# dr_link_rx

dr_link_rx, signal wires on met1:
Scale: 3 px per µm. Supply wires on this layer in grey. Cells faint in the background.
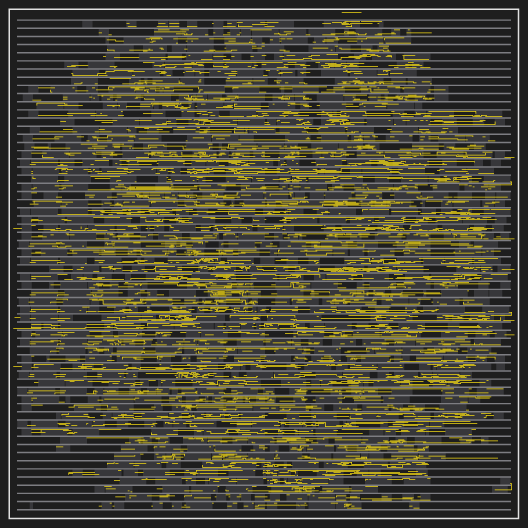

`config.mk`:
```
export PLATFORM = sky130hd
export DESIGN_NAME = dr_link_rx
export DESIGN_NICKNAME = d
export VERILOG_FILES = /design/src/rtl/dr_link_rx.sv
export SDC_FILE = /design/constraint.sdc
export NUM_CORES = 1
export LEC_CHECK = 0
export ABC_AREA = 0
export CORE_MARGIN = 2
export CORE_UTILIZATION = 55
export CTS_BUF_LIST = sky130_fd_sc_hd__clkbuf_8
export DETAILED_ROUTE_END_ITERATION = 10
export PLACE_DENSITY = 0.75
export SYNTH_ARGS = -nofsm -noshare
export SYNTH_HDL_FRONTEND = slang
export SYNTH_SLANG_ARGS = --single-unit
```
`constraint.sdc`:
```
create_clock -name clk -period 2.6 [get_ports clk]
set_input_delay 0.52 -clock clk [delete_from_list [all_inputs] [get_ports clk]]
set_output_delay 0.52 -clock clk [all_outputs]
set_load 0.01 [all_outputs]
```
`src/rtl/dr_link_rx.sv`:
```
// dr_link_rx - clocked receiver for a dual-rail asynchronous link.
//
// Every rail goes through its own synchroniser into the clk domain. The
// synchronised word is decoded and must stay complete, with an unchanged
// value, for STABLE_CYCLES cycles before it is captured. Captured words are
// acknowledged back to the sender and queued in a small FIFO.
//
// Encodings (ENC):
//   "TP"  two-phase transition dual-rail; ack_o toggles once per word.
//   "FP"  four-phase return-to-zero dual-rail; ack_o rises on capture and
//         falls after the null word has held for STABLE_CYCLES cycles.
//
// Optional build macro: DR_LINK_RX_ERR_CHK_EN enables the encoding checker
// that drives err_o. Without it err_o is tied 0.
//
// Ports:
//   clk      system clock
//   rst_n    asynchronous active-low reset
//   in       dual-rail data [bit][rail]; rail 1 = logic 1, rail 0 = logic 0
//   ack_o    registered acknowledge to the sender
//   data_o   FIFO head word
//   valid_o  FIFO non-empty
//   ready_i  consumer takes data_o when valid_o && ready_i
//   level_o  FIFO occupancy
//   err_o    sticky encoding error
//
// FSM states:
//   state     | meaning
//   IDLE      | waiting for a complete word
//   SETTLE    | complete word seen, checking it holds (also FIFO backpressure)
//   CAPTURE   | push decoded word, raise or toggle ack
//   WAIT_NULL | four-phase only: waiting for the null word before dropping ack
module dr_link_rx #(
  parameter        ENC           = "TP",
  parameter int    WIDTH         = 32,
  parameter int    SYNC_STAGES   = 2,
  parameter int    STABLE_CYCLES = 2,
  parameter int    DEPTH         = 4
) (
  input  logic                   clk,
  input  logic                   rst_n,
  input  logic [WIDTH-1:0][1:0]  in,
  output logic                   ack_o,
  output logic [WIDTH-1:0]       data_o,
  output logic                   valid_o,
  input  logic                   ready_i,
  output logic [$clog2(DEPTH):0] level_o,
  output logic                   err_o
);

  localparam bit IS_FP = (ENC == "FP");
  localparam int AW    = $clog2(DEPTH);
  localparam int CW    = $clog2(STABLE_CYCLES + 1) + 1;
  localparam logic [CW-1:0] CNT_LAST = CW'(STABLE_CYCLES - 1);
  localparam logic [AW:0]   LVL_FULL = (AW + 1)'(DEPTH);

  typedef enum logic [1:0] {IDLE, SETTLE, CAPTURE, WAIT_NULL} state_t;

  state_t                  state_q, state_d;
  logic [CW-1:0]           cnt_q, cnt_d;
  logic [WIDTH-1:0]        val_q, val_d;
  logic                    ack_q, ack_d;
  logic [WIDTH-1:0][1:0]   ref_q, ref_d;
  logic                    push;

  logic [WIDTH-1:0][1:0]   sync_q [SYNC_STAGES];
  logic [WIDTH-1:0][1:0]   s;
  logic [WIDTH-1:0][1:0]   d_w;
  logic [WIDTH-1:0]        bit_ok, dec;
  logic                    word_ok, any_active, hold_q;

  logic [WIDTH-1:0]        mem [DEPTH];
  logic [AW-1:0]           rd_ptr, wr_ptr;
  logic [AW:0]             level_q;
  logic                    full, pop, push_ok;

  always_ff @(posedge clk or negedge rst_n) begin
    if (!rst_n) begin
      for (int k = 0; k < SYNC_STAGES; k++) sync_q[k] <= '0;
    end else begin
      sync_q[0] <= in;
      for (int k = 1; k < SYNC_STAGES; k++) sync_q[k] <= sync_q[k-1];
    end
  end

  assign s = sync_q[SYNC_STAGES-1];

  // TP compares against the rails seen at the last capture; FP uses levels.
  assign d_w = IS_FP ? s : (s ^ ref_q);

  always_comb begin
    bit_ok     = '0;
    dec        = '0;
    any_active = 1'b0;
    for (int i = 0; i < WIDTH; i++) begin
      dec[i]     = d_w[i][1];
      any_active = any_active | (|d_w[i]);
`ifdef DR_LINK_RX_ERR_CHK_EN
      bit_ok[i]  = d_w[i][1] ^ d_w[i][0];
`else
      // Without the checker an FP bit with both rails high decodes as 1.
      bit_ok[i]  = IS_FP ? (|d_w[i]) : (d_w[i][1] ^ d_w[i][0]);
`endif
    end
  end

  assign word_ok = &bit_ok;

`ifdef DR_LINK_RX_ERR_CHK_EN
  logic [WIDTH-1:0] illegal;
  logic [CW-1:0]    ill_cnt_q;
  logic             err_q, err_now;

  always_comb begin
    illegal = '0;
    for (int i = 0; i < WIDTH; i++) illegal[i] = &d_w[i];
  end

  // FP must see the illegal pattern on consecutive cycles; a TP double
  // transition is wrong the moment it appears.
  assign err_now = IS_FP ? ((|illegal) && (ill_cnt_q >= CNT_LAST)) : (|illegal);

  always_ff @(posedge clk or negedge rst_n) begin
    if (!rst_n) begin
      ill_cnt_q <= '0;
      err_q     <= 1'b0;
      hold_q    <= 1'b0;
    end else begin
      if (|illegal) begin
        if (ill_cnt_q < CNT_LAST) ill_cnt_q <= ill_cnt_q + CW'(1);
      end else begin
        ill_cnt_q <= '0;
      end
      if (err_now) begin
        err_q  <= 1'b1;
        hold_q <= 1'b1;
      end else if (!any_active) begin
        hold_q <= 1'b0;
      end
    end
  end

  assign err_o = err_q;
`else
  assign hold_q = 1'b0;
  assign err_o  = 1'b0;
`endif

  always_ff @(posedge clk or negedge rst_n) begin
    if (!rst_n) begin
      state_q <= IDLE;
      cnt_q   <= '0;
      val_q   <= '0;
      ack_q   <= 1'b0;
      ref_q   <= '0;
    end else begin
      state_q <= state_d;
      cnt_q   <= cnt_d;
      val_q   <= val_d;
      ack_q   <= ack_d;
      ref_q   <= ref_d;
    end
  end

  // The IDLE cycle that first sees a complete word counts as stable cycle 1.
  always_comb begin
    state_d = state_q;
    cnt_d   = cnt_q;
    val_d   = val_q;
    ack_d   = ack_q;
    ref_d   = ref_q;
    push    = 1'b0;
    case (state_q)
      IDLE: begin
        if (word_ok && !hold_q) begin
          state_d = SETTLE;
          cnt_d   = CW'(1);
          val_d   = dec;
        end
      end
      SETTLE: begin
        if (!word_ok || hold_q) begin
          state_d = IDLE;
        end else if (dec != val_q) begin
          cnt_d = CW'(1);
          val_d = dec;
        end else if (cnt_q >= CNT_LAST) begin
          if (!full) state_d = CAPTURE;
        end else begin
          cnt_d = cnt_q + CW'(1);
        end
      end
      CAPTURE: begin
        push = 1'b1;
        if (IS_FP) begin
          ack_d   = 1'b1;
          cnt_d   = '0;
          state_d = WAIT_NULL;
        end else begin
          ref_d   = s;
          ack_d   = ~ack_q;
          state_d = IDLE;
        end
      end
      WAIT_NULL: begin
        if (any_active) begin
          cnt_d = '0;
        end else if (cnt_q >= CNT_LAST) begin
          ack_d   = 1'b0;
          state_d = IDLE;
        end else begin
          cnt_d = cnt_q + CW'(1);
        end
      end
      default: state_d = IDLE;
    endcase
  end

  assign ack_o = ack_q;

  assign full    = (level_q == LVL_FULL);
  assign pop     = ready_i && (level_q != '0);
  assign push_ok = push && (!full || pop);

  always_ff @(posedge clk or negedge rst_n) begin
    if (!rst_n) begin
      for (int k = 0; k < DEPTH; k++) mem[k] <= '0;
      rd_ptr  <= '0;
      wr_ptr  <= '0;
      level_q <= '0;
    end else begin
      if (push_ok) begin
        mem[wr_ptr] <= val_q;
        wr_ptr      <= wr_ptr + AW'(1);
      end
      if (pop) rd_ptr <= rd_ptr + AW'(1);
      case ({push_ok, pop})
        2'b10:   level_q <= level_q + (AW + 1)'(1);
        2'b01:   level_q <= level_q - (AW + 1)'(1);
        default: level_q <= level_q;
      endcase
    end
  end

  assign data_o  = mem[rd_ptr];
  assign valid_o = (level_q != '0);
  assign level_o = level_q;

endmodule

```
# hazard_ctrl_unit_flat

$ cat config.mk
export PLATFORM = sky130hd
export DESIGN_NAME = hazard_ctrl_unit_flat
export DESIGN_NICKNAME = d
export VERILOG_FILES = /design/src/rtl/hazard_ctrl_unit_if.sv /design/src/rtl/hazard_ctrl_unit.sv /design/src/flat_wrapper.sv
export SDC_FILE = /design/constraint.sdc
export NUM_CORES = 1
export LEC_CHECK = 0
export ABC_AREA = 1
export CORE_ASPECT_RATIO = 0.6
export CORE_MARGIN = 3
export CORE_UTILIZATION = 45
export DETAILED_ROUTE_END_ITERATION = 16
export GPL_TIMING_DRIVEN = 0
export PLACE_DENSITY_LB_ADDON = 0.15
export SLEW_MARGIN = 5
export SYNTH_ARGS = -nofsm -noshare
export SYNTH_HDL_FRONTEND = slang
export SYNTH_SLANG_ARGS = --single-unit
$ cat constraint.sdc
create_clock -name clk -period 2.4 [get_ports clk]
set_clock_uncertainty 0.2 [all_clocks]
set_input_delay 0.6 -clock clk [delete_from_list [all_inputs] [get_ports clk]]
set_output_delay 0.6 -clock clk [all_outputs]
set_load 0.02 [all_outputs]
$ cat src/rtl/hazard_ctrl_unit_if.sv
// Hazard controller bus: pipeline hazard inputs and the stall/flush controls it returns.
// The master drives the pipeline-side inputs; the slave is the hazard controller.
interface hazard_ctrl_unit_if #(
    parameter int unsigned REG_ADDR_W = 5,
    parameter int unsigned CNT_W      = 32
);
    logic [1:0]            branch;
    logic                  branch_taken;
    logic [REG_ADDR_W-1:0] id_rs1;
    logic [REG_ADDR_W-1:0] id_rs2;
    logic                  id_rs1_used;
    logic                  id_rs2_used;
    logic [REG_ADDR_W-1:0] ex_rd;
    logic                  ex_mem_read;
    logic                  mem_busy;
    logic                  cnt_clr;

    logic                  pc_stall;
    logic                  IF_ID_stall;
    logic                  IF_ID_flush;
    logic                  ID_EX_stall;
    logic                  ID_EX_flush;
    logic                  flush_busy;
    logic [CNT_W-1:0]      stall_cycles;

    modport master (
        output branch, branch_taken, id_rs1, id_rs2, id_rs1_used, id_rs2_used,
               ex_rd, ex_mem_read, mem_busy, cnt_clr,
        input  pc_stall, IF_ID_stall, IF_ID_flush, ID_EX_stall, ID_EX_flush,
               flush_busy, stall_cycles
    );

    modport slave (
        input  branch, branch_taken, id_rs1, id_rs2, id_rs1_used, id_rs2_used,
               ex_rd, ex_mem_read, mem_busy, cnt_clr,
        output pc_stall, IF_ID_stall, IF_ID_flush, ID_EX_stall, ID_EX_flush,
               flush_busy, stall_cycles
    );
endinterface

$ cat src/rtl/hazard_ctrl_unit.sv
// Central pipeline hazard controller: control-transfer flushes, load-use stalls,
// memory-wait freeze and a saturating stall-cycle counter.
module hazard_ctrl_unit #(
    parameter int unsigned REG_ADDR_W   = 5,
    parameter int unsigned FLUSH_CYCLES = 1,
    parameter int unsigned PREDICT_NT   = 0,
    parameter int unsigned CNT_W        = 32
) (
    input logic              clk,
    input logic              rst,
    hazard_ctrl_unit_if.slave hz
);
    localparam int unsigned        FCNT_W = 3;
    localparam logic [FCNT_W-1:0]  RELOAD = FCNT_W'(FLUSH_CYCLES - 1);
    localparam bit                 MULTI  = (FLUSH_CYCLES > 1);

    if (FLUSH_CYCLES < 1 || FLUSH_CYCLES > 7) begin : g_bad_flush_cycles
        $error("hazard_ctrl_unit: FLUSH_CYCLES=%0d outside 1..7", FLUSH_CYCLES);
    end

    typedef enum logic {RUN, FLUSH} state_t;

    state_t                state;
    logic [FCNT_W-1:0]     fcnt;
    logic [CNT_W-1:0]      cnt;
    logic [REG_ADDR_W-1:0] rs1, rs2, rd;
    logic                  xfer_c, lu_hazard_c;
    logic                  pc_stall_c, if_id_stall_c, if_id_flush_c, id_ex_stall_c, id_ex_flush_c;

    assign rs1 = hz.id_rs1;
    assign rs2 = hz.id_rs2;
    assign rd  = hz.ex_rd;

    // Hazard detection from current EX/ID contents
    always_comb begin
        xfer_c = (hz.branch != 2'b00);
        if (PREDICT_NT != 0) begin
            xfer_c = xfer_c && hz.branch_taken;
        end
        lu_hazard_c = hz.ex_mem_read && (rd != '0) &&
                      ((hz.id_rs1_used && (rs1 == rd)) || (hz.id_rs2_used && (rs2 == rd)));
    end

    // Zero-latency controls; priority mem_busy > xfer > load-use, load-use masked in FLUSH
    always_comb begin
        pc_stall_c    = 1'b0;
        if_id_stall_c = 1'b0;
        if_id_flush_c = 1'b0;
        id_ex_stall_c = 1'b0;
        id_ex_flush_c = 1'b0;
        if (hz.mem_busy) begin
            pc_stall_c    = 1'b1;
            if_id_stall_c = 1'b1;
            id_ex_stall_c = 1'b1;
        end else if (state == FLUSH) begin
            if_id_flush_c = 1'b1;
            id_ex_flush_c = xfer_c;
        end else if (xfer_c) begin
            if_id_flush_c = 1'b1;
            id_ex_flush_c = 1'b1;
        end else if (lu_hazard_c) begin
            pc_stall_c    = 1'b1;
            if_id_stall_c = 1'b1;
            id_ex_flush_c = 1'b1;
        end
    end

    assign hz.pc_stall     = pc_stall_c;
    assign hz.IF_ID_stall  = if_id_stall_c;
    assign hz.IF_ID_flush  = if_id_flush_c;
    assign hz.ID_EX_stall  = id_ex_stall_c;
    assign hz.ID_EX_flush  = id_ex_flush_c;
    assign hz.flush_busy   = (state == FLUSH);
    assign hz.stall_cycles = cnt;

    // Bubble sequencer; frozen entirely while memory is busy
    always_ff @(posedge clk) begin
        if (rst) begin
            state <= RUN;
            fcnt  <= '0;
        end else if (!hz.mem_busy) begin
            case (state)
                RUN: begin
                    if (xfer_c && MULTI) begin
                        state <= FLUSH;
                        fcnt  <= RELOAD;
                    end
                end
                FLUSH: begin
                    if (xfer_c) begin
                        fcnt <= RELOAD;
                    end else if (fcnt == FCNT_W'(1)) begin
                        state <= RUN;
                        fcnt  <= '0;
                    end else begin
                        fcnt <= fcnt - FCNT_W'(1);
                    end
                end
                default: begin
                    state <= RUN;
                    fcnt  <= '0;
                end
            endcase
        end
    end

    // Saturating stall counter; clear wins over increment
    always_ff @(posedge clk) begin
        if (rst || hz.cnt_clr) begin
            cnt <= '0;
        end else if (pc_stall_c && (cnt != '1)) begin
            cnt <= cnt + CNT_W'(1);
        end
    end
endmodule

$ cat src/flat_wrapper.sv
// flat-port wrapper written by rule: the top's interface ports become plain ports
module hazard_ctrl_unit_flat 
#(
    parameter int unsigned REG_ADDR_W   = 5,
    parameter int unsigned FLUSH_CYCLES = 1,
    parameter int unsigned PREDICT_NT   = 0,
    parameter int unsigned CNT_W        = 32
)
  (clk, rst, hz_branch, hz_branch_taken, hz_id_rs1, hz_id_rs2, hz_id_rs1_used, hz_id_rs2_used, hz_ex_rd, hz_ex_mem_read, hz_mem_busy, hz_cnt_clr, hz_pc_stall, hz_IF_ID_stall, hz_IF_ID_flush, hz_ID_EX_stall, hz_ID_EX_flush, hz_flush_busy, hz_stall_cycles);
  hazard_ctrl_unit_if #(.REG_ADDR_W(REG_ADDR_W), .CNT_W(CNT_W)) hz_i ();
  input logic clk;
  input logic rst;
  input wire logic [$bits(hz_i.branch)-1:0] hz_branch;
  input wire logic [$bits(hz_i.branch_taken)-1:0] hz_branch_taken;
  input wire logic [$bits(hz_i.id_rs1)-1:0] hz_id_rs1;
  input wire logic [$bits(hz_i.id_rs2)-1:0] hz_id_rs2;
  input wire logic [$bits(hz_i.id_rs1_used)-1:0] hz_id_rs1_used;
  input wire logic [$bits(hz_i.id_rs2_used)-1:0] hz_id_rs2_used;
  input wire logic [$bits(hz_i.ex_rd)-1:0] hz_ex_rd;
  input wire logic [$bits(hz_i.ex_mem_read)-1:0] hz_ex_mem_read;
  input wire logic [$bits(hz_i.mem_busy)-1:0] hz_mem_busy;
  input wire logic [$bits(hz_i.cnt_clr)-1:0] hz_cnt_clr;
  output wire logic [$bits(hz_i.pc_stall)-1:0] hz_pc_stall;
  output wire logic [$bits(hz_i.IF_ID_stall)-1:0] hz_IF_ID_stall;
  output wire logic [$bits(hz_i.IF_ID_flush)-1:0] hz_IF_ID_flush;
  output wire logic [$bits(hz_i.ID_EX_stall)-1:0] hz_ID_EX_stall;
  output wire logic [$bits(hz_i.ID_EX_flush)-1:0] hz_ID_EX_flush;
  output wire logic [$bits(hz_i.flush_busy)-1:0] hz_flush_busy;
  output wire logic [$bits(hz_i.stall_cycles)-1:0] hz_stall_cycles;
  assign hz_i.branch = hz_branch;
  assign hz_i.branch_taken = hz_branch_taken;
  assign hz_i.id_rs1 = hz_id_rs1;
  assign hz_i.id_rs2 = hz_id_rs2;
  assign hz_i.id_rs1_used = hz_id_rs1_used;
  assign hz_i.id_rs2_used = hz_id_rs2_used;
  assign hz_i.ex_rd = hz_ex_rd;
  assign hz_i.ex_mem_read = hz_ex_mem_read;
  assign hz_i.mem_busy = hz_mem_busy;
  assign hz_i.cnt_clr = hz_cnt_clr;
  assign hz_pc_stall = hz_i.pc_stall;
  assign hz_IF_ID_stall = hz_i.IF_ID_stall;
  assign hz_IF_ID_flush = hz_i.IF_ID_flush;
  assign hz_ID_EX_stall = hz_i.ID_EX_stall;
  assign hz_ID_EX_flush = hz_i.ID_EX_flush;
  assign hz_flush_busy = hz_i.flush_busy;
  assign hz_stall_cycles = hz_i.stall_cycles;
  hazard_ctrl_unit #(.REG_ADDR_W(REG_ADDR_W), .FLUSH_CYCLES(FLUSH_CYCLES), .PREDICT_NT(PREDICT_NT), .CNT_W(CNT_W)) u_core (.clk(clk), .rst(rst), .hz(hz_i));
endmodule
# word_unpack_hl_flat

## config.mk

```make
export PLATFORM = sky130hd
export DESIGN_NAME = word_unpack_hl_flat
export DESIGN_NICKNAME = d
export VERILOG_FILES = /design/src/rtl/word_unpack_hl_pkg.sv /design/src/rtl/word_unpack_hl_if.sv /design/src/rtl/word_unpack_hl_reg.sv /design/src/rtl/word_unpack_hl.sv /design/src/flat_wrapper.sv
export SDC_FILE = /design/constraint.sdc
export NUM_CORES = 1
export LEC_CHECK = 0
export CORE_MARGIN = 1.5
export CORE_UTILIZATION = 30
export CTS_BUF_LIST = sky130_fd_sc_hd__clkbuf_4 sky130_fd_sc_hd__clkbuf_8 sky130_fd_sc_hd__clkbuf_16
export DETAILED_ROUTE_END_ITERATION = 10
export GPL_ROUTABILITY_DRIVEN = 0
export PLACE_DENSITY = 0.62
export SLEW_MARGIN = 20
export SYNTH_ARGS = -nofsm -noshare
export SYNTH_HDL_FRONTEND = slang
export SYNTH_HIERARCHICAL = 1
export SYNTH_SLANG_ARGS = --single-unit
```

## constraint.sdc

```tcl
create_clock -name clk -period 2.04 [get_ports clk]
set_input_delay 0.306 -clock clk [delete_from_list [all_inputs] [get_ports clk]]
set_output_delay 0.306 -clock clk [all_outputs]
set_load 0.005 [all_outputs]
```

## src/rtl/word_unpack_hl_pkg.sv

```systemverilog
`default_nettype none
// ============================================================================
//  Module      : word_unpack_hl_pkg
//  Description : Shared types and width helpers for the high/low word
//                unpacker.
//  Revision    : 1.0 - initial release
// ============================================================================
package word_unpack_hl_pkg;

   // Unpacker sequencing: waiting for a word, emitting first half, emitting second half
   typedef enum logic [1:0] {
      IDLE   = 2'd0,
      FIRST  = 2'd1,
      SECOND = 2'd2
   } unpack_state_t;

   // Half width of an N-bit word
   function automatic int half_width(input int n);
      return n / 2;
   endfunction

endpackage : word_unpack_hl_pkg
`default_nettype wire

```

## src/rtl/word_unpack_hl_if.sv

```systemverilog
`default_nettype none
// ============================================================================
//  Module      : word_unpack_hl_if
//  Description : Word-in / half-out valid-ready stream bundle for the
//                high/low word unpacker.
//  Revision    : 1.0 - initial release
// ============================================================================
interface word_unpack_hl_if #(
   parameter int N = 16
);
   import word_unpack_hl_pkg::*;

   localparam int c_H = half_width(N);

   logic [N-1:0]   in_word;
   logic           in_lo_first;
   logic           in_valid;
   logic           in_ready;
   logic [c_H-1:0] out_half;
   logic           out_is_high;
   logic           out_last;
   logic           out_valid;
   logic           out_ready;

   // Environment side: drives words in and the sink's ready
   modport master (
      output in_word, in_lo_first, in_valid, out_ready,
      input  in_ready, out_half, out_is_high, out_last, out_valid
   );

   // Unpacker side
   modport slave (
      input  in_word, in_lo_first, in_valid, out_ready,
      output in_ready, out_half, out_is_high, out_last, out_valid
   );

endinterface : word_unpack_hl_if
`default_nettype wire

```

## src/rtl/word_unpack_hl_reg.sv

```systemverilog
`default_nettype none
// ============================================================================
//  Module      : word_unpack_hl_reg
//  Description : Split high/low load register. Each half loads
//                independently; asynchronous active-high clear.
//  Revision    : 1.0 - initial release
// ============================================================================
module word_unpack_hl_reg
   import word_unpack_hl_pkg::*;
#(
   parameter int N = 16
) (
   input  wire logic                    clk,
   input  wire logic                    clear,
   input  wire logic                    loadh,
   input  wire logic                    loadl,
   input  wire logic [half_width(N)-1:0] inh,
   input  wire logic [half_width(N)-1:0] inl,
   output logic      [N-1:0]            q
);

   localparam int c_H = half_width(N);

   logic [c_H-1:0] r_hi;
   logic [c_H-1:0] r_lo;

   // Upper half loads on loadh
   always_ff @(posedge clk or posedge clear) begin
      if (clear)      r_hi <= '0;
      else if (loadh) r_hi <= inh;
   end

   // Lower half loads on loadl
   always_ff @(posedge clk or posedge clear) begin
      if (clear)      r_lo <= '0;
      else if (loadl) r_lo <= inl;
   end

   assign q = {r_hi, r_lo};

endmodule : word_unpack_hl_reg
`default_nettype wire

```

## src/rtl/word_unpack_hl.sv

```systemverilog
`default_nettype none
// ============================================================================
//  Module      : word_unpack_hl
//  Description : Accepts an N-bit word and emits it as two N/2-bit halves
//                over a valid/ready stream, high-first unless the word was
//                tagged low-first. One word per two cycles, back-to-back.
//  Revision    : 1.0 - initial release
// ============================================================================
module word_unpack_hl
   import word_unpack_hl_pkg::*;
#(
   parameter int N  = 16,
   parameter int CW = 8
) (
   input  wire logic          clk,
   input  wire logic          clear_n,
   word_unpack_hl_if.slave    bus,
   output logic               busy,
   output logic [CW-1:0]      words_done
);

   localparam int c_H = half_width(N);

   unpack_state_t r_state;
   logic          r_lo_first;
   logic          r_valid;
   logic          r_last;
   logic          r_is_high;
   logic [CW-1:0] r_words_done;
   logic [N-1:0]  w_hold;
   logic          w_in_ready;
   logic          w_accept;
   logic          w_clear;

   // A new word is taken when idle, or when the second half leaves this
   // cycle; held low through reset so nothing is accepted while clearing.
   assign w_in_ready = clear_n &&
                       ((r_state == IDLE) || ((r_state == SECOND) && bus.out_ready));
   assign w_accept   = bus.in_valid && w_in_ready;
   assign w_clear    = ~clear_n;

   word_unpack_hl_reg #(
      .N (N)
   ) u_hold (
      .clk   (clk),
      .clear (w_clear),
      .loadh (w_accept),
      .loadl (w_accept),
      .inh   (bus.in_word[N-1:c_H]),
      .inl   (bus.in_word[c_H-1:0]),
      .q     (w_hold)
   );

   // Sequencer with registered handshake flags and completed-word counter
   always_ff @(posedge clk or negedge clear_n) begin
      if (!clear_n) begin
         r_state      <= IDLE;
         r_lo_first   <= 1'b0;
         r_valid      <= 1'b0;
         r_last       <= 1'b0;
         r_is_high    <= 1'b0;
         r_words_done <= '0;
      end else begin
         case (r_state)
            IDLE: begin
               if (bus.in_valid) begin
                  r_state    <= FIRST;
                  r_lo_first <= bus.in_lo_first;
                  r_valid    <= 1'b1;
                  r_last     <= 1'b0;
                  r_is_high  <= ~bus.in_lo_first;
               end
            end
            FIRST: begin
               if (bus.out_ready) begin
                  r_state   <= SECOND;
                  r_last    <= 1'b1;
                  r_is_high <= r_lo_first;
               end
            end
            SECOND: begin
               if (bus.out_ready) begin
                  r_words_done <= r_words_done + 1'b1;
                  if (bus.in_valid) begin
                     r_state    <= FIRST;
                     r_lo_first <= bus.in_lo_first;
                     r_valid    <= 1'b1;
                     r_last     <= 1'b0;
                     r_is_high  <= ~bus.in_lo_first;
                  end else begin
                     r_state   <= IDLE;
                     r_valid   <= 1'b0;
                     r_last    <= 1'b0;
                     r_is_high <= 1'b0;
                  end
               end
            end
            default: begin
               r_state   <= IDLE;
               r_valid   <= 1'b0;
               r_last    <= 1'b0;
               r_is_high <= 1'b0;
            end
         endcase
      end
   end

   // Half select driven only by registered state; zero while idle
   always_comb begin
      bus.out_half = '0;
      if (r_valid) bus.out_half = r_is_high ? w_hold[N-1:c_H] : w_hold[c_H-1:0];
   end

   assign bus.in_ready    = w_in_ready;
   assign bus.out_valid   = r_valid;
   assign bus.out_last    = r_last;
   assign bus.out_is_high = r_is_high;
   assign busy            = (r_state != IDLE);
   assign words_done      = r_words_done;

endmodule : word_unpack_hl
`default_nettype wire
```

## src/flat_wrapper.sv

```systemverilog
// flat-port wrapper written by rule: the top's interface ports become plain ports
module word_unpack_hl_flat import word_unpack_hl_pkg::*;
#(
   parameter int N  = 16,
   parameter int CW = 8
)
  (clk, clear_n, busy, words_done, bus_in_word, bus_in_lo_first, bus_in_valid, bus_out_ready, bus_in_ready, bus_out_half, bus_out_is_high, bus_out_last, bus_out_valid);
  word_unpack_hl_if #(.N(N)) bus_i ();
  input  wire logic clk;
  input  wire logic clear_n;
  output logic busy;
  output logic [CW-1:0] words_done;
  input wire logic [$bits(bus_i.in_word)-1:0] bus_in_word;
  input wire logic [$bits(bus_i.in_lo_first)-1:0] bus_in_lo_first;
  input wire logic [$bits(bus_i.in_valid)-1:0] bus_in_valid;
  input wire logic [$bits(bus_i.out_ready)-1:0] bus_out_ready;
  output wire logic [$bits(bus_i.in_ready)-1:0] bus_in_ready;
  output wire logic [$bits(bus_i.out_half)-1:0] bus_out_half;
  output wire logic [$bits(bus_i.out_is_high)-1:0] bus_out_is_high;
  output wire logic [$bits(bus_i.out_last)-1:0] bus_out_last;
  output wire logic [$bits(bus_i.out_valid)-1:0] bus_out_valid;
  assign bus_i.in_word = bus_in_word;
  assign bus_i.in_lo_first = bus_in_lo_first;
  assign bus_i.in_valid = bus_in_valid;
  assign bus_i.out_ready = bus_out_ready;
  assign bus_in_ready = bus_i.in_ready;
  assign bus_out_half = bus_i.out_half;
  assign bus_out_is_high = bus_i.out_is_high;
  assign bus_out_last = bus_i.out_last;
  assign bus_out_valid = bus_i.out_valid;
  word_unpack_hl #(.N(N), .CW(CW)) u_core (.clk(clk), .clear_n(clear_n), .bus(bus_i), .busy(busy), .words_done(words_done));
endmodule
```

hazard_ctrl_unit_flat, placed standard cells:
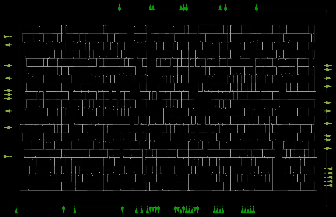
fin cells: 595
core area: 5330 µm²
Flop Count: 36
Tap Cells: 77

==> flow_summary.ini, hazard_ctrl_unit_flat <==
; yosys + openroad results
[status]
status = finished, final reports clean

[hold_path]
hp-start = u_core.fcnt[1]

[sta]
setup-tns-final_ps = 0
worst_pin_slew_ps = 542.9
drv_slew = 0

[place]
io_buffers = 61
place_inst = 581
postPlaceCellArea_um2 = 3358
gp_congestion = 0.9861

[setup_path]
timing.rr.start = u_core.hz.stall_cycles[0]
cp_max_fo = 4
cp_top_family = simple AND/OR/NAND/NOR gates
endpoint = hz_pc_stall
startpoint_type = input port

[floorplanning]
die_w_um = 104.2
num_io_pins = 63
fp-utilization = 0.4885

[detailed_routing]
m1WireLength_mm = 4.365
num_vias = 3212
routed_wirelength_mm = 9.046
wl_met3_um = 873
wl_met2_mm = 3.723

[clock_network]
clockBufferDepth = 2
h-tree-depth = 2
cts_sinks = 36
numCtsBuffers = 5
cts-hold-fix-buffers = 0
clkTransAtPathRegs_ps = 70

[yosys]
yosysMostFrequentCell = nand2_1
synth-main-ff-cell = dfxtp_1
ys_sh_simple = 0.4964
ys_seq_share = 0.2768
edf_count = 0
floorplan.nets = 471
ys_ff = 36
ys_sh_aoi = 0.07544
mux_area_frac = 0
syn_inst = 443

[power_and_ir_drop]
power_frac_seq = 0.471
powerDensity_nw_per_um2 = 355.7
power_mw = 1.274
p_int_uw = 938.8
pwr-share-comb = 0.160
p_seq_uw = 600
irDropWorstVdd_mv = 0.2281

[final_layout]
nFillCells = 529
layout-drive-gt1-share = 0.1699
comb_share = 0.4997
largestClassByArea = logic gates
flop_area_um2 = 726.9
postLayoutCoreUtil = 0.6718
mostFrequentLayoutCells = nand2_1 (162), nor2_1 (60), clkdlybuf4s50_1 (36)
area_growth_pct = 37.53

[global_route]
met3_usage = 0.07562
grt-ovfl-total = 0
grt_max_degree = 11
first_global_vias = 2892
met1_usage = 0.3923
grt_busiest_layer = met1

[flow_run]
maxCapViolCount = 0
dr_link_rx, placement density heat map:
Scale: 2 px per µm. 17 x 17 tiles, from dark blue (low) to red (high), 0 to 100% covered.
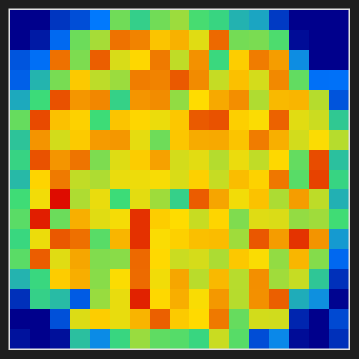
tiles over 75% full = 38%
fullest tile = 99%
nearly empty tiles = 5.5%
mean over tiles = 61%
fp_density: 0.5591
core area: 26880 µm²

About 'signal wires on met1' of dr_link_rx:
main direction = horizontal
wire length on this layer = 12200 µm
longest straight run = 51.1 µm
nets with wire on the layer = 1065
Post-Route WL: 27.13 mm
Vias: 7684
met1 Usage GRT: 0.2865

==> flow_summary.ini, dr_link_rx <==
; yosys + openroad results
[sta]
hold_slack_ps = 342.2
finalSetupViolCount = 0
finalClockSkew_ps = 18.36
slew_headroom = 0.3966
hold_violations = 0

[detailed_routing]
first_pass_iters = 4
drtIter0Drc = 376
wl_met3_mm = 1.175

[yosys]
top_logic_kind = multiplexers
ys_cells = 910
ys_sh_aoi = 0.008244
synth_area_um2 = 15030
floorplan.nets = 1017
top_cell_area_share = 0.6079

[global_route]
grtUsageMet2 = 0.3240
first_global_vias = 8332
groute.usage.overall = 0.2023
grt-ovfl-total = 0
antenna_found_initial = 0
grt_max_degree = 66
met3_usage = 0.03125

[setup_path]
crit_buf_inv = 3
timing.rr.end = val_q[3]
critPathArrivalTime_ps = 2050
critPathRequiredTime_ps = 2080
startpoint_type = flip-flop
cp.depth = 4
startpoint = rd_ptr[0]

[power_and_ir_drop]
power_frac_seq = 0.519
p_leak_nw = 8.636
clock_power_mw = 5.00
powerDensity_nw_per_um2 = 627.7

[hold_path]
hp-start = sync_q[67]
min_path_cells = 0
whs_endpoint = s[3]

[flow_run]
log.warning_count = 31

[final_layout]
final_cells = 1455
nFillCells = 1912
seq_cell_count = 365
layout.nets = 1176
largest_reg_flops = 128
seq-cell-share = 0.5092
final-clk-cell-share = 0.06911
logic_area_um2 = 5558
flop_area_um2 = 9135
lay_top_count = dfrtp_1
antenna_cells = 0

[place]
io_buffers = 103
post-place-ws_ps = 139.8
postPlaceCellArea_um2 = 16600

[clock_network]
cts_sinks = 365
cts_root_buf = clkbuf_8
clockBufferDepth = 3
tritoncts = built
clkTransAtPathRegs_ps = 60

[floorplanning]
nWellTaps = 341
dieArea_um2 = 28660
num_io_pins = 105
chipHeight_um = 169.3

[status]
status = finished, final reports clean
word_unpack_hl_flat, nets reached from selected ports:
Scale: 4 px per µm.
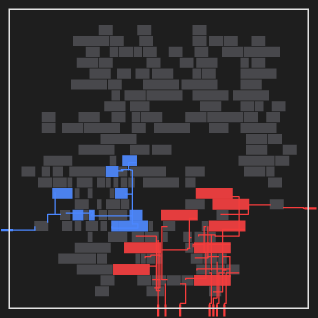
bus_out_ready -> blue  # bits 1, direction input, edge west, end cells 9, wire 69.3 µm
words_done -> red  # bits 8, direction output, edge 7 south, 1 east, end cells 8, wire 280 µm
Ports: 42
Buffers on Ports: 41

word_unpack_hl_flat, placement density heat map:
Scale: 4 px per µm. 7 x 7 tiles, from dark blue (low) to red (high), 0 to 100% covered.
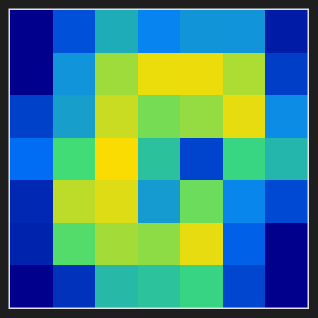
mean over tiles = 37%
fullest tile = 74%
nearly empty tiles = 10%
Post-Route Utilization: 0.4421
fp_density: 0.3174
core area: 4817 µm²

==> flow_summary.ini, word_unpack_hl_flat <==
; yosys + openroad results
[status]
status = finished, final reports clean

[power_and_ir_drop]
clock_power_uw = 547
pwr-share-comb = 0.434
powerDensity_nw_per_um2 = 1338
power_mw = 2.849

[yosys]
ys_sh_simple = 0.1408
ys_ff = 30
mux_area_frac = 0.2234
async_reset_ff_frac = 1.000

[final_layout]
comb_share = 0.3326
layout.nets = 189
final-clk-cell-share = 0.05170
logic_area_um2 = 708.2
clkbuf_count = 8
area_growth_pct = 39.28
inverters_excl_clock = 4
antenna_cells = 0
lay_top_count = clkdlybuf4s50_1

[detailed_routing]
first_pass_iters = 4
wl_per_cell_um = 13.14
routed_wirelength_mm = 3.088
via_per_inst = 4.387
m1WireLength_mm = 1.332

[hold_path]
hold_class = input port to asynchronous set/reset pin

[global_route]
grt_busiest_layer = met2
first_global_vias = 1118

[clock_network]
clockBufferDepth = 2
h-tree-depth = 2

[sta]
drv_slew = 0
finalClockSkew_ps = 4.105
rsz0062_at_grt = no
worst_pin_slew_ps = 600.5
fin_crit_sh = 0.9308

[setup_path]
timing.rr.end = u_core/u_hold/r_hi[6]
worstPathCellList = buf_4 -> mux2i_1 -> nor2b_1 -> clkdlybuf4s50_1
rrSetupSlack_ps = 450

[flow_run]
log.warning_count = 26

# phy_mode_scheduler

phy_mode_scheduler, placement density heat map:
Scale: 4 px per µm. 7 x 8 tiles, from dark blue (low) to red (high), 0 to 100% covered.
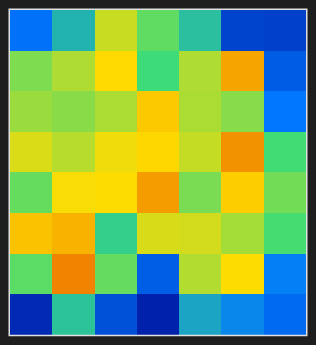

`src/rtl/phy_pkg.sv`:
```
// Shared types and constants for the OFDM PHY frame scheduler.
//   state_t : scheduler FSM states
//   mode_t  : modulation mode, QPSK = 0, QAM = 1
//   QAM_BITS / QPSK_BITS : default frame lengths in bits
package phy_pkg;

    typedef enum logic [2:0] {
        IDLE    = 3'd0,
        RECONF  = 3'd1,
        SETTLE  = 3'd2,
        LAUNCH  = 3'd3,
        TX      = 3'd4,
        WAIT_RX = 3'd5
    } state_t;

    typedef enum logic {
        MODE_QPSK = 1'b0,
        MODE_QAM  = 1'b1
    } mode_t;

    localparam int QAM_BITS  = 384;
    localparam int QPSK_BITS = 192;

endpackage

```
`src/rtl/snr_qualifier.sv`:
```
// Debounces the board SNR request lines into a pending modulation mode.
//   CLK_I, RST_I   : clock, synchronous active-high reset
//   highSNR        : requests QAM
//   lowSNR         : requests QPSK
//   pending        : last request that held for STABLE_CYC consecutive cycles
module snr_qualifier
    import phy_pkg::*;
#(
    parameter int STABLE_CYC = 16
) (
    input  logic  CLK_I,
    input  logic  RST_I,
    input  logic  highSNR,
    input  logic  lowSNR,
    output mode_t pending
);

    localparam int CW = (STABLE_CYC > 2) ? $clog2(STABLE_CYC) : 1;

    logic          req_vld;
    mode_t         req_mode;
    logic          prev_vld;
    mode_t         prev_mode;
    logic          same;
    logic [CW-1:0] stab_cnt;

    // Exactly one line asserted is a request; both or neither is none.
    assign req_vld  = highSNR ^ lowSNR;
    assign req_mode = highSNR ? MODE_QAM : MODE_QPSK;
    assign same     = req_vld && prev_vld && (req_mode == prev_mode);

    // stab_cnt holds (run length - 1) of the current request. The update
    // fires on the edge where it reaches STABLE_CYC-1, i.e. at the end of
    // the STABLE_CYC-th consecutive cycle of the same request.
    always_ff @(posedge CLK_I) begin
        if (RST_I) begin
            prev_vld  <= 1'b0;
            prev_mode <= MODE_QPSK;
            stab_cnt  <= '0;
            pending   <= MODE_QPSK;
        end else begin
            prev_vld  <= req_vld;
            prev_mode <= req_mode;
            if (!same)
                stab_cnt <= '0;
            else if (stab_cnt != CW'(STABLE_CYC - 1))
                stab_cnt <= stab_cnt + 1'b1;
            if (same && stab_cnt == CW'(STABLE_CYC - 2))
                pending <= req_mode;
        end
    end

endmodule

```
`src/rtl/phy_mode_scheduler.sv`:
```
// Frame-level controller for the reconfigurable OFDM PHY. Switches the
// modulation mode only between frames, pulses start to the data generator,
// counts TX beats against the frame length and waits for the receiver to
// close the frame, aborting on timeout.
//   CLK_I, RST_I : clock, synchronous active-high reset
//   highSNR/lowSNR : mode requests (QAM / QPSK)
//   start_req    : level, frame wanted (sampled only in IDLE)
//   tx_ack       : one pulse per bit accepted by the data generator
//   rx_cyc       : receiver CYC_O, 1->0 closes the frame
//   QAM/QPSK     : complementary mode selects
//   start        : one-cycle frame start pulse
//   frm_bits     : current frame length in bits
//   busy         : high outside IDLE
//   mode_chg     : one-cycle pulse when the mode switches
//   frame_cnt    : completed frames, wrapping
//   err_timeout  : sticky abort flag
module phy_mode_scheduler #(
    parameter int STABLE_CYC  = 16,
    parameter int SETTLE_CYC  = 8,
    parameter int TIMEOUT_CYC = 4096,
    parameter int QAM_BITS    = phy_pkg::QAM_BITS,
    parameter int QPSK_BITS   = phy_pkg::QPSK_BITS
) (
    input  logic        CLK_I,
    input  logic        RST_I,
    input  logic        highSNR,
    input  logic        lowSNR,
    input  logic        start_req,
    input  logic        tx_ack,
    input  logic        rx_cyc,
    output logic        QAM,
    output logic        QPSK,
    output logic        start,
    output logic [9:0]  frm_bits,
    output logic        busy,
    output logic        mode_chg,
    output logic [15:0] frame_cnt,
    output logic        err_timeout
);

    import phy_pkg::*;

    localparam int SW = $clog2(SETTLE_CYC + 1);

    state_t        state_q, state_d;
    mode_t         pending;
    mode_t         mode_q;
    logic [9:0]    bits_q;
    logic [SW-1:0] settle_cnt;
    logic [9:0]    beat_cnt;
    logic [12:0]   tmo_cnt;
    logic          rx_q;
    logic [15:0]   frame_cnt_q;
    logic          err_q;
    logic          in_frame;
    logic          tmo_exp;
    logic          rx_fall;
    logic          last_beat;

    snr_qualifier #(
        .STABLE_CYC (STABLE_CYC)
    ) u_snr (
        .CLK_I   (CLK_I),
        .RST_I   (RST_I),
        .highSNR (highSNR),
        .lowSNR  (lowSNR),
        .pending (pending)
    );

    assign in_frame  = (state_q == TX) || (state_q == WAIT_RX);
    assign tmo_exp   = in_frame && (tmo_cnt == 13'(TIMEOUT_CYC - 1));
    // rx_q only captures rx_cyc while in WAIT_RX, so the receiver must be
    // seen high for a full WAIT_RX cycle before its fall closes the frame.
    assign rx_fall   = (state_q == WAIT_RX) && rx_q && !rx_cyc;
    assign last_beat = tx_ack && (beat_cnt == bits_q - 10'd1);

    always_comb begin
        state_d = state_q;
        case (state_q)
            IDLE:    if (start_req) state_d = (pending != mode_q) ? RECONF : LAUNCH;
            RECONF:  state_d = SETTLE;
            SETTLE:  if (settle_cnt == SW'(SETTLE_CYC - 1)) state_d = LAUNCH;
            LAUNCH:  state_d = TX;
            TX:      if (tmo_exp) state_d = IDLE;
                     else if (last_beat) state_d = WAIT_RX;
            WAIT_RX: if (rx_fall || tmo_exp) state_d = IDLE;
            default: state_d = IDLE;
        endcase
    end

    always_ff @(posedge CLK_I) begin
        if (RST_I) begin
            state_q     <= IDLE;
            mode_q      <= MODE_QPSK;
            bits_q      <= 10'(QPSK_BITS);
            settle_cnt  <= '0;
            beat_cnt    <= '0;
            tmo_cnt     <= '0;
            rx_q        <= 1'b0;
            frame_cnt_q <= '0;
            err_q       <= 1'b0;
        end else begin
            state_q <= state_d;
            rx_q    <= (state_q == WAIT_RX) && rx_cyc;
            case (state_q)
                RECONF: begin
                    mode_q     <= pending;
                    bits_q     <= (pending == MODE_QAM) ? 10'(QAM_BITS) : 10'(QPSK_BITS);
                    settle_cnt <= '0;
                end
                SETTLE:  settle_cnt <= settle_cnt + 1'b1;
                LAUNCH: begin
                    beat_cnt <= '0;
                    tmo_cnt  <= '0;
                end
                TX: begin
                    tmo_cnt <= tmo_cnt + 1'b1;
                    if (tx_ack) beat_cnt <= beat_cnt + 1'b1;
                end
                WAIT_RX: tmo_cnt <= tmo_cnt + 1'b1;
                default: ;
            endcase
            // Completion takes priority over a coincident timeout.
            if (rx_fall)
                frame_cnt_q <= frame_cnt_q + 16'd1;
            else if (tmo_exp)
                err_q <= 1'b1;
        end
    end

    assign QAM         = (mode_q == MODE_QAM);
    assign QPSK        = ~QAM;
    assign frm_bits    = bits_q;
    assign start       = (state_q == LAUNCH);
    assign busy        = (state_q != IDLE);
    assign mode_chg    = (state_q == RECONF);
    assign frame_cnt   = frame_cnt_q;
    assign err_timeout = err_q;

endmodule

```
`config.mk`:
```
export PLATFORM = sky130hd
export DESIGN_NAME = phy_mode_scheduler
export DESIGN_NICKNAME = d
export VERILOG_FILES = /design/src/rtl/phy_pkg.sv /design/src/rtl/snr_qualifier.sv /design/src/rtl/phy_mode_scheduler.sv
export SDC_FILE = /design/constraint.sdc
export NUM_CORES = 1
export LEC_CHECK = 0
export ABC_AREA = 1
export ABC_CLOCK_PERIOD_IN_PS = 2600
export CAP_MARGIN = 10
export CORE_ASPECT_RATIO = 1.1
export CORE_UTILIZATION = 50
export DETAILED_ROUTE_END_ITERATION = 16
export PLACE_DENSITY = 0.74
export SLEW_MARGIN = 20
export SYNTH_ARGS = -nofsm -noshare
export SYNTH_HDL_FRONTEND = slang
export SYNTH_HIERARCHICAL = 1
export SYNTH_SLANG_ARGS = --single-unit
```
`constraint.sdc`:
```
create_clock -name CLK_I -period 2.6 [get_ports CLK_I]
set_input_delay 0.52 -clock CLK_I [delete_from_list [all_inputs] [get_ports CLK_I]]
set_output_delay 0.52 -clock CLK_I [all_outputs]
set_load 0.01 [all_outputs]
```
# fir_peak_detector

<file path="src/rtl/fir_peak_detector.sv">
// Windowed amplitude measurement on a filtered sample stream: per window of N valid samples
// reports signed max/min, unsigned peak-to-peak and a threshold flag.
module fir_peak_detector #(
   parameter int DATA_WIDTH   = 32,
   parameter int WINDOW_WIDTH = 16
) (
   input  logic                         clock,
   input  logic                         reset,
   input  logic                         enable,
   input  logic signed [DATA_WIDTH-1:0] data,
   input  logic                         data_valid,
   input  logic [WINDOW_WIDTH-1:0]      window_length,
   input  logic [DATA_WIDTH-1:0]        threshold,
   output logic signed [DATA_WIDTH-1:0] maximum,
   output logic signed [DATA_WIDTH-1:0] minimum,
   output logic [DATA_WIDTH:0]          peak_to_peak,
   output logic                         above_threshold,
   output logic                         result_valid
);

   typedef enum logic [1:0] {IDLE, FIRST, ACCUM} state_t;

   state_t                       state, next_state;
   logic [WINDOW_WIDTH-1:0]      len, counter, count_next, first_len;
   logic signed [DATA_WIDTH-1:0] run_max, run_min, new_max, new_min;
   logic [DATA_WIDTH:0]          diff;
   logic                         accept, done;

   always_ff @(posedge clock or posedge reset) begin
      if (reset) state <= IDLE;
      else       state <= next_state;
   end

   // A zero window length would never complete, so it behaves as a one-sample window.
   always_comb begin
      next_state = state;
      accept     = 1'b0;
      done       = 1'b0;
      new_max    = run_max;
      new_min    = run_min;
      count_next = counter;
      first_len  = (window_length == '0) ? WINDOW_WIDTH'(1) : window_length;
      if (!enable) begin
         next_state = IDLE;
      end else begin
         case (state)
            IDLE: next_state = FIRST;
            FIRST: begin
               if (data_valid) begin
                  accept     = 1'b1;
                  new_max    = data;
                  new_min    = data;
                  count_next = WINDOW_WIDTH'(1);
                  if (first_len == WINDOW_WIDTH'(1)) done = 1'b1;
                  else                               next_state = ACCUM;
               end
            end
            ACCUM: begin
               if (data_valid) begin
                  accept     = 1'b1;
                  new_max    = (data > run_max) ? data : run_max;
                  new_min    = (data < run_min) ? data : run_min;
                  count_next = counter + WINDOW_WIDTH'(1);
                  if (count_next == len) begin
                     done       = 1'b1;
                     next_state = FIRST;
                  end
               end
            end
            default: next_state = IDLE;
         endcase
      end
      diff = {new_max[DATA_WIDTH-1], new_max} - {new_min[DATA_WIDTH-1], new_min};
   end

   // Results are taken from the just-updated extremes so they land one clock after the last sample.
   always_ff @(posedge clock or posedge reset) begin
      if (reset) begin
         len             <= '0;
         counter         <= '0;
         run_max         <= '0;
         run_min         <= '0;
         maximum         <= '0;
         minimum         <= '0;
         peak_to_peak    <= '0;
         above_threshold <= 1'b0;
         result_valid    <= 1'b0;
      end else begin
         result_valid <= 1'b0;
         if (accept) begin
            run_max <= new_max;
            run_min <= new_min;
            counter <= count_next;
            if (state == FIRST) len <= first_len;
         end
         if (done) begin
            maximum         <= new_max;
            minimum         <= new_min;
            peak_to_peak    <= diff;
            above_threshold <= (diff >= {1'b0, threshold});
            result_valid    <= 1'b1;
         end
      end
   end

endmodule
</file>
<file path="config.mk">
export PLATFORM = sky130hd
export DESIGN_NAME = fir_peak_detector
export DESIGN_NICKNAME = d
export VERILOG_FILES = /design/src/rtl/fir_peak_detector.sv
export SDC_FILE = /design/constraint.sdc
export NUM_CORES = 1
export LEC_CHECK = 0
export CAP_MARGIN = 0
export CORE_AREA = 8 8 156 158
export CTS_BUF_LIST = sky130_fd_sc_hd__clkbuf_4
export DETAILED_ROUTE_END_ITERATION = 10
export DIE_AREA = 0 0 164 166
export GPL_ROUTABILITY_DRIVEN = 0
export PLACE_DENSITY = 0.88
export SLEW_MARGIN = 25
export SYNTH_ARGS = -nofsm -noshare
export SYNTH_HDL_FRONTEND = slang
export SYNTH_SLANG_ARGS = --single-unit
</file>
<file path="constraint.sdc">
create_clock -name clock -period 17.6 [get_ports clock]
set_clock_uncertainty 0.15 [all_clocks]
set_input_delay 3.52 -clock clock [delete_from_list [all_inputs] [get_ports clock]]
set_output_delay 3.52 -clock clock [all_outputs]
set_load 0.01 [all_outputs]
</file>
phy_mode_scheduler, signal wires on met1:
Scale: 8 px per µm. Supply wires on this layer in grey. Cells faint in the background.
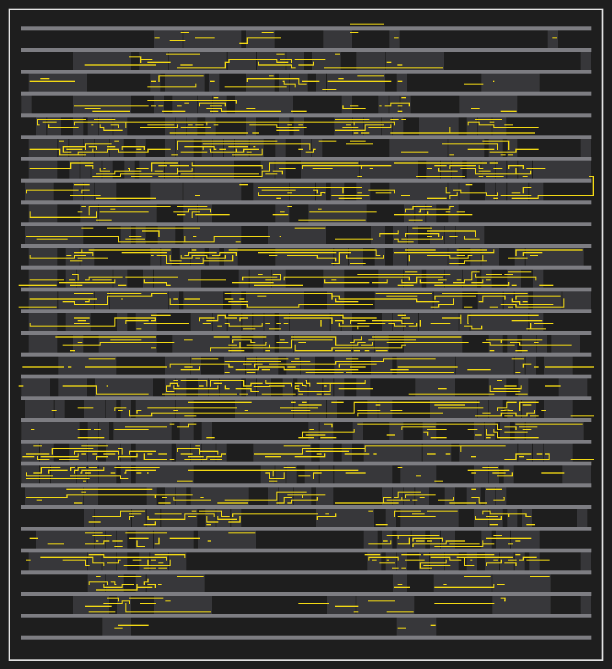
wire length on this layer = 2790 µm
nets with wire on the layer = 406
main direction = horizontal
share of all routed wire = 48%
Vias: 2615
met1 Usage GRT: 0.2548
Post-Route WL: 5.792 mm

Notes on 'placement density heat map' of phy_mode_scheduler above:
mean over tiles = 54%
fullest tile = 85%
tiles over 75% full = 18%
Post-Route Utilization: 0.6189
fp_density: 0.5247
core area: 5430 µm²

==> flow_summary.ini, phy_mode_scheduler <==
; yosys + openroad results
[final_layout]
final-clk-cell-share = 0.04840
inverters_excl_clock = 50
flop_area_um2 = 1141
area_growth_pct = 17.96
buffer_area_frac = 0.09382

[floorplanning]
dieArea_um2 = 6004
num_io_pins = 39

[power_and_ir_drop]
largestPowerGroup = sequential cells
clkPwrFrac = 0.330

[sta]
finalClockSkew_ps = 9.502

[detailed_routing]
wl_met3_um = 217

[clock_network]
cts-hold-fix-buffers = 0
cts_sinks = 57

[global_route]
grt-ovfl-total = 0
groute.usage.overall = 0.2096

[status]
status = finished, final reports clean
fir_peak_detector, placed standard cells:
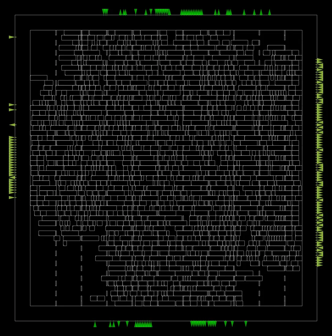
Filler cells: 1628
Tap Cells: 285
fin cells: 1832
core area: 22090 µm²

==> flow_summary.ini, fir_peak_detector <==
; yosys + openroad results
[setup_path]
critPathRequiredTime_ps = 17960
crit_buf_inv = 3
cp_max_fo = 45
critPathArrivalTime_ps = 11550
startpoint_type = input port
cpMaxStageDelayCell = a2111oi_0

[sta]
fin_crit_sh = 0.6358
rsz0062_at_grt = no
slew_headroom = 0.2992

[yosys]
mux_area_frac = 0.04334
fa_ha_area_frac = 0.1248
ys_types = 82
top_cells_by_count = dfrtp_1 (197), nand2_1 (171), ha_1 (132), inv_1 (118), a22o_1 (111)
ys_ff = 197
ys_sh_aoi = 0.2536
synth-warning-count = 0

[flow_run]
maxCapViolCount = 0
log.warning_count = 32

[final_layout]
lay_top_count = dfrtp_1
mostFrequentLayoutCells = dfrtp_1 (197), clkdlybuf4s50_1 (182), nand2_1 (171)
antenna_cells = 6
final-clk-cell-share = 0.01600
buffers = 190

[floorplanning]
num_io_pins = 183
rows = 55

[clock_network]
post_cts_buffers = 0
clkTransAtPathRegs_ps = 150

[power_and_ir_drop]
p_seq_uw = 650
irDropWorstVdd_mv = 0.1087
pwr-share-comb = 0.705

[detailed_routing]
wl_per_cell_um = 20.22
routed_wirelength_mm = 37.05

[place]
dp_hpwl_mm = 28.03
place_inst = 1794

[global_route]
antenna_found_initial = 8
grt-ovfl-total = 0
first_global_vias = 11190
grt_pass1_wl_mm = 58.72
grt_busiest_layer = met2

[status]
status = finished, final reports clean

[hold_path]
whs_endpoint = peak_to_peak[22]

==> gallery <==
Nets reached from selected ports.
picture 1
Scale: 2 px per µm.
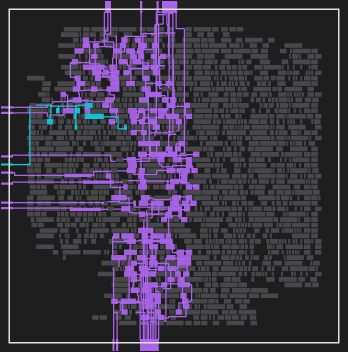
picture 2
Scale: 4 px per µm.
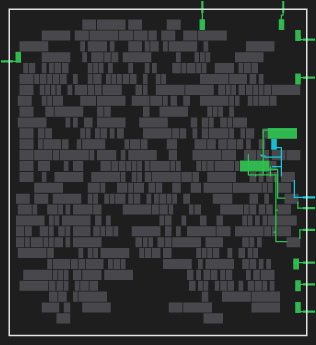
The one with the largest die is picture 1.
The one with the most cells is picture 1.
- fir_peak_detector = picture 1
- phy_mode_scheduler = picture 2



==> notes/layouts.md <==
Pictures saved along the way, in no particular order.

Signal wires on met1.
(a)
Scale: 3 px per µm. Supply wires on this layer in grey. Cells faint in the background.
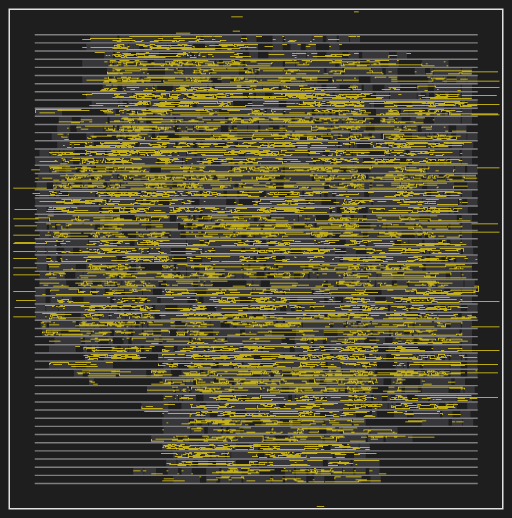
(b)
Scale: 8 px per µm. Supply wires on this layer in grey. Cells faint in the background.
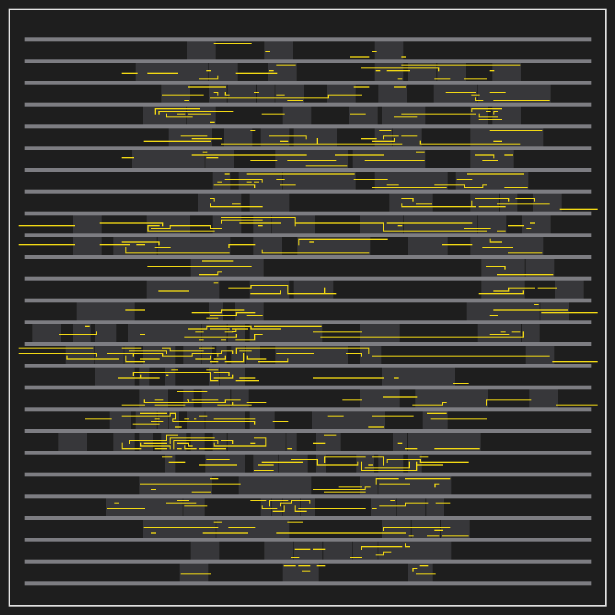
(c)
Scale: 8 px per µm. Supply wires on this layer in grey. Cells faint in the background.
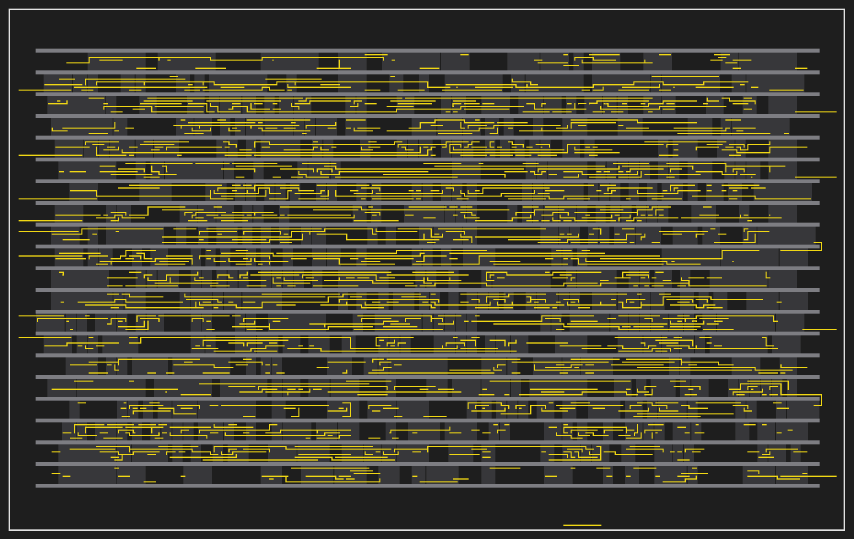
- largest die: (a)
For hazard_ctrl_unit_flat, see (c).
For fir_peak_detector, see (a).
For word_unpack_hl_flat, see (b).

Power is estimated from default activity; no workload was simulated.
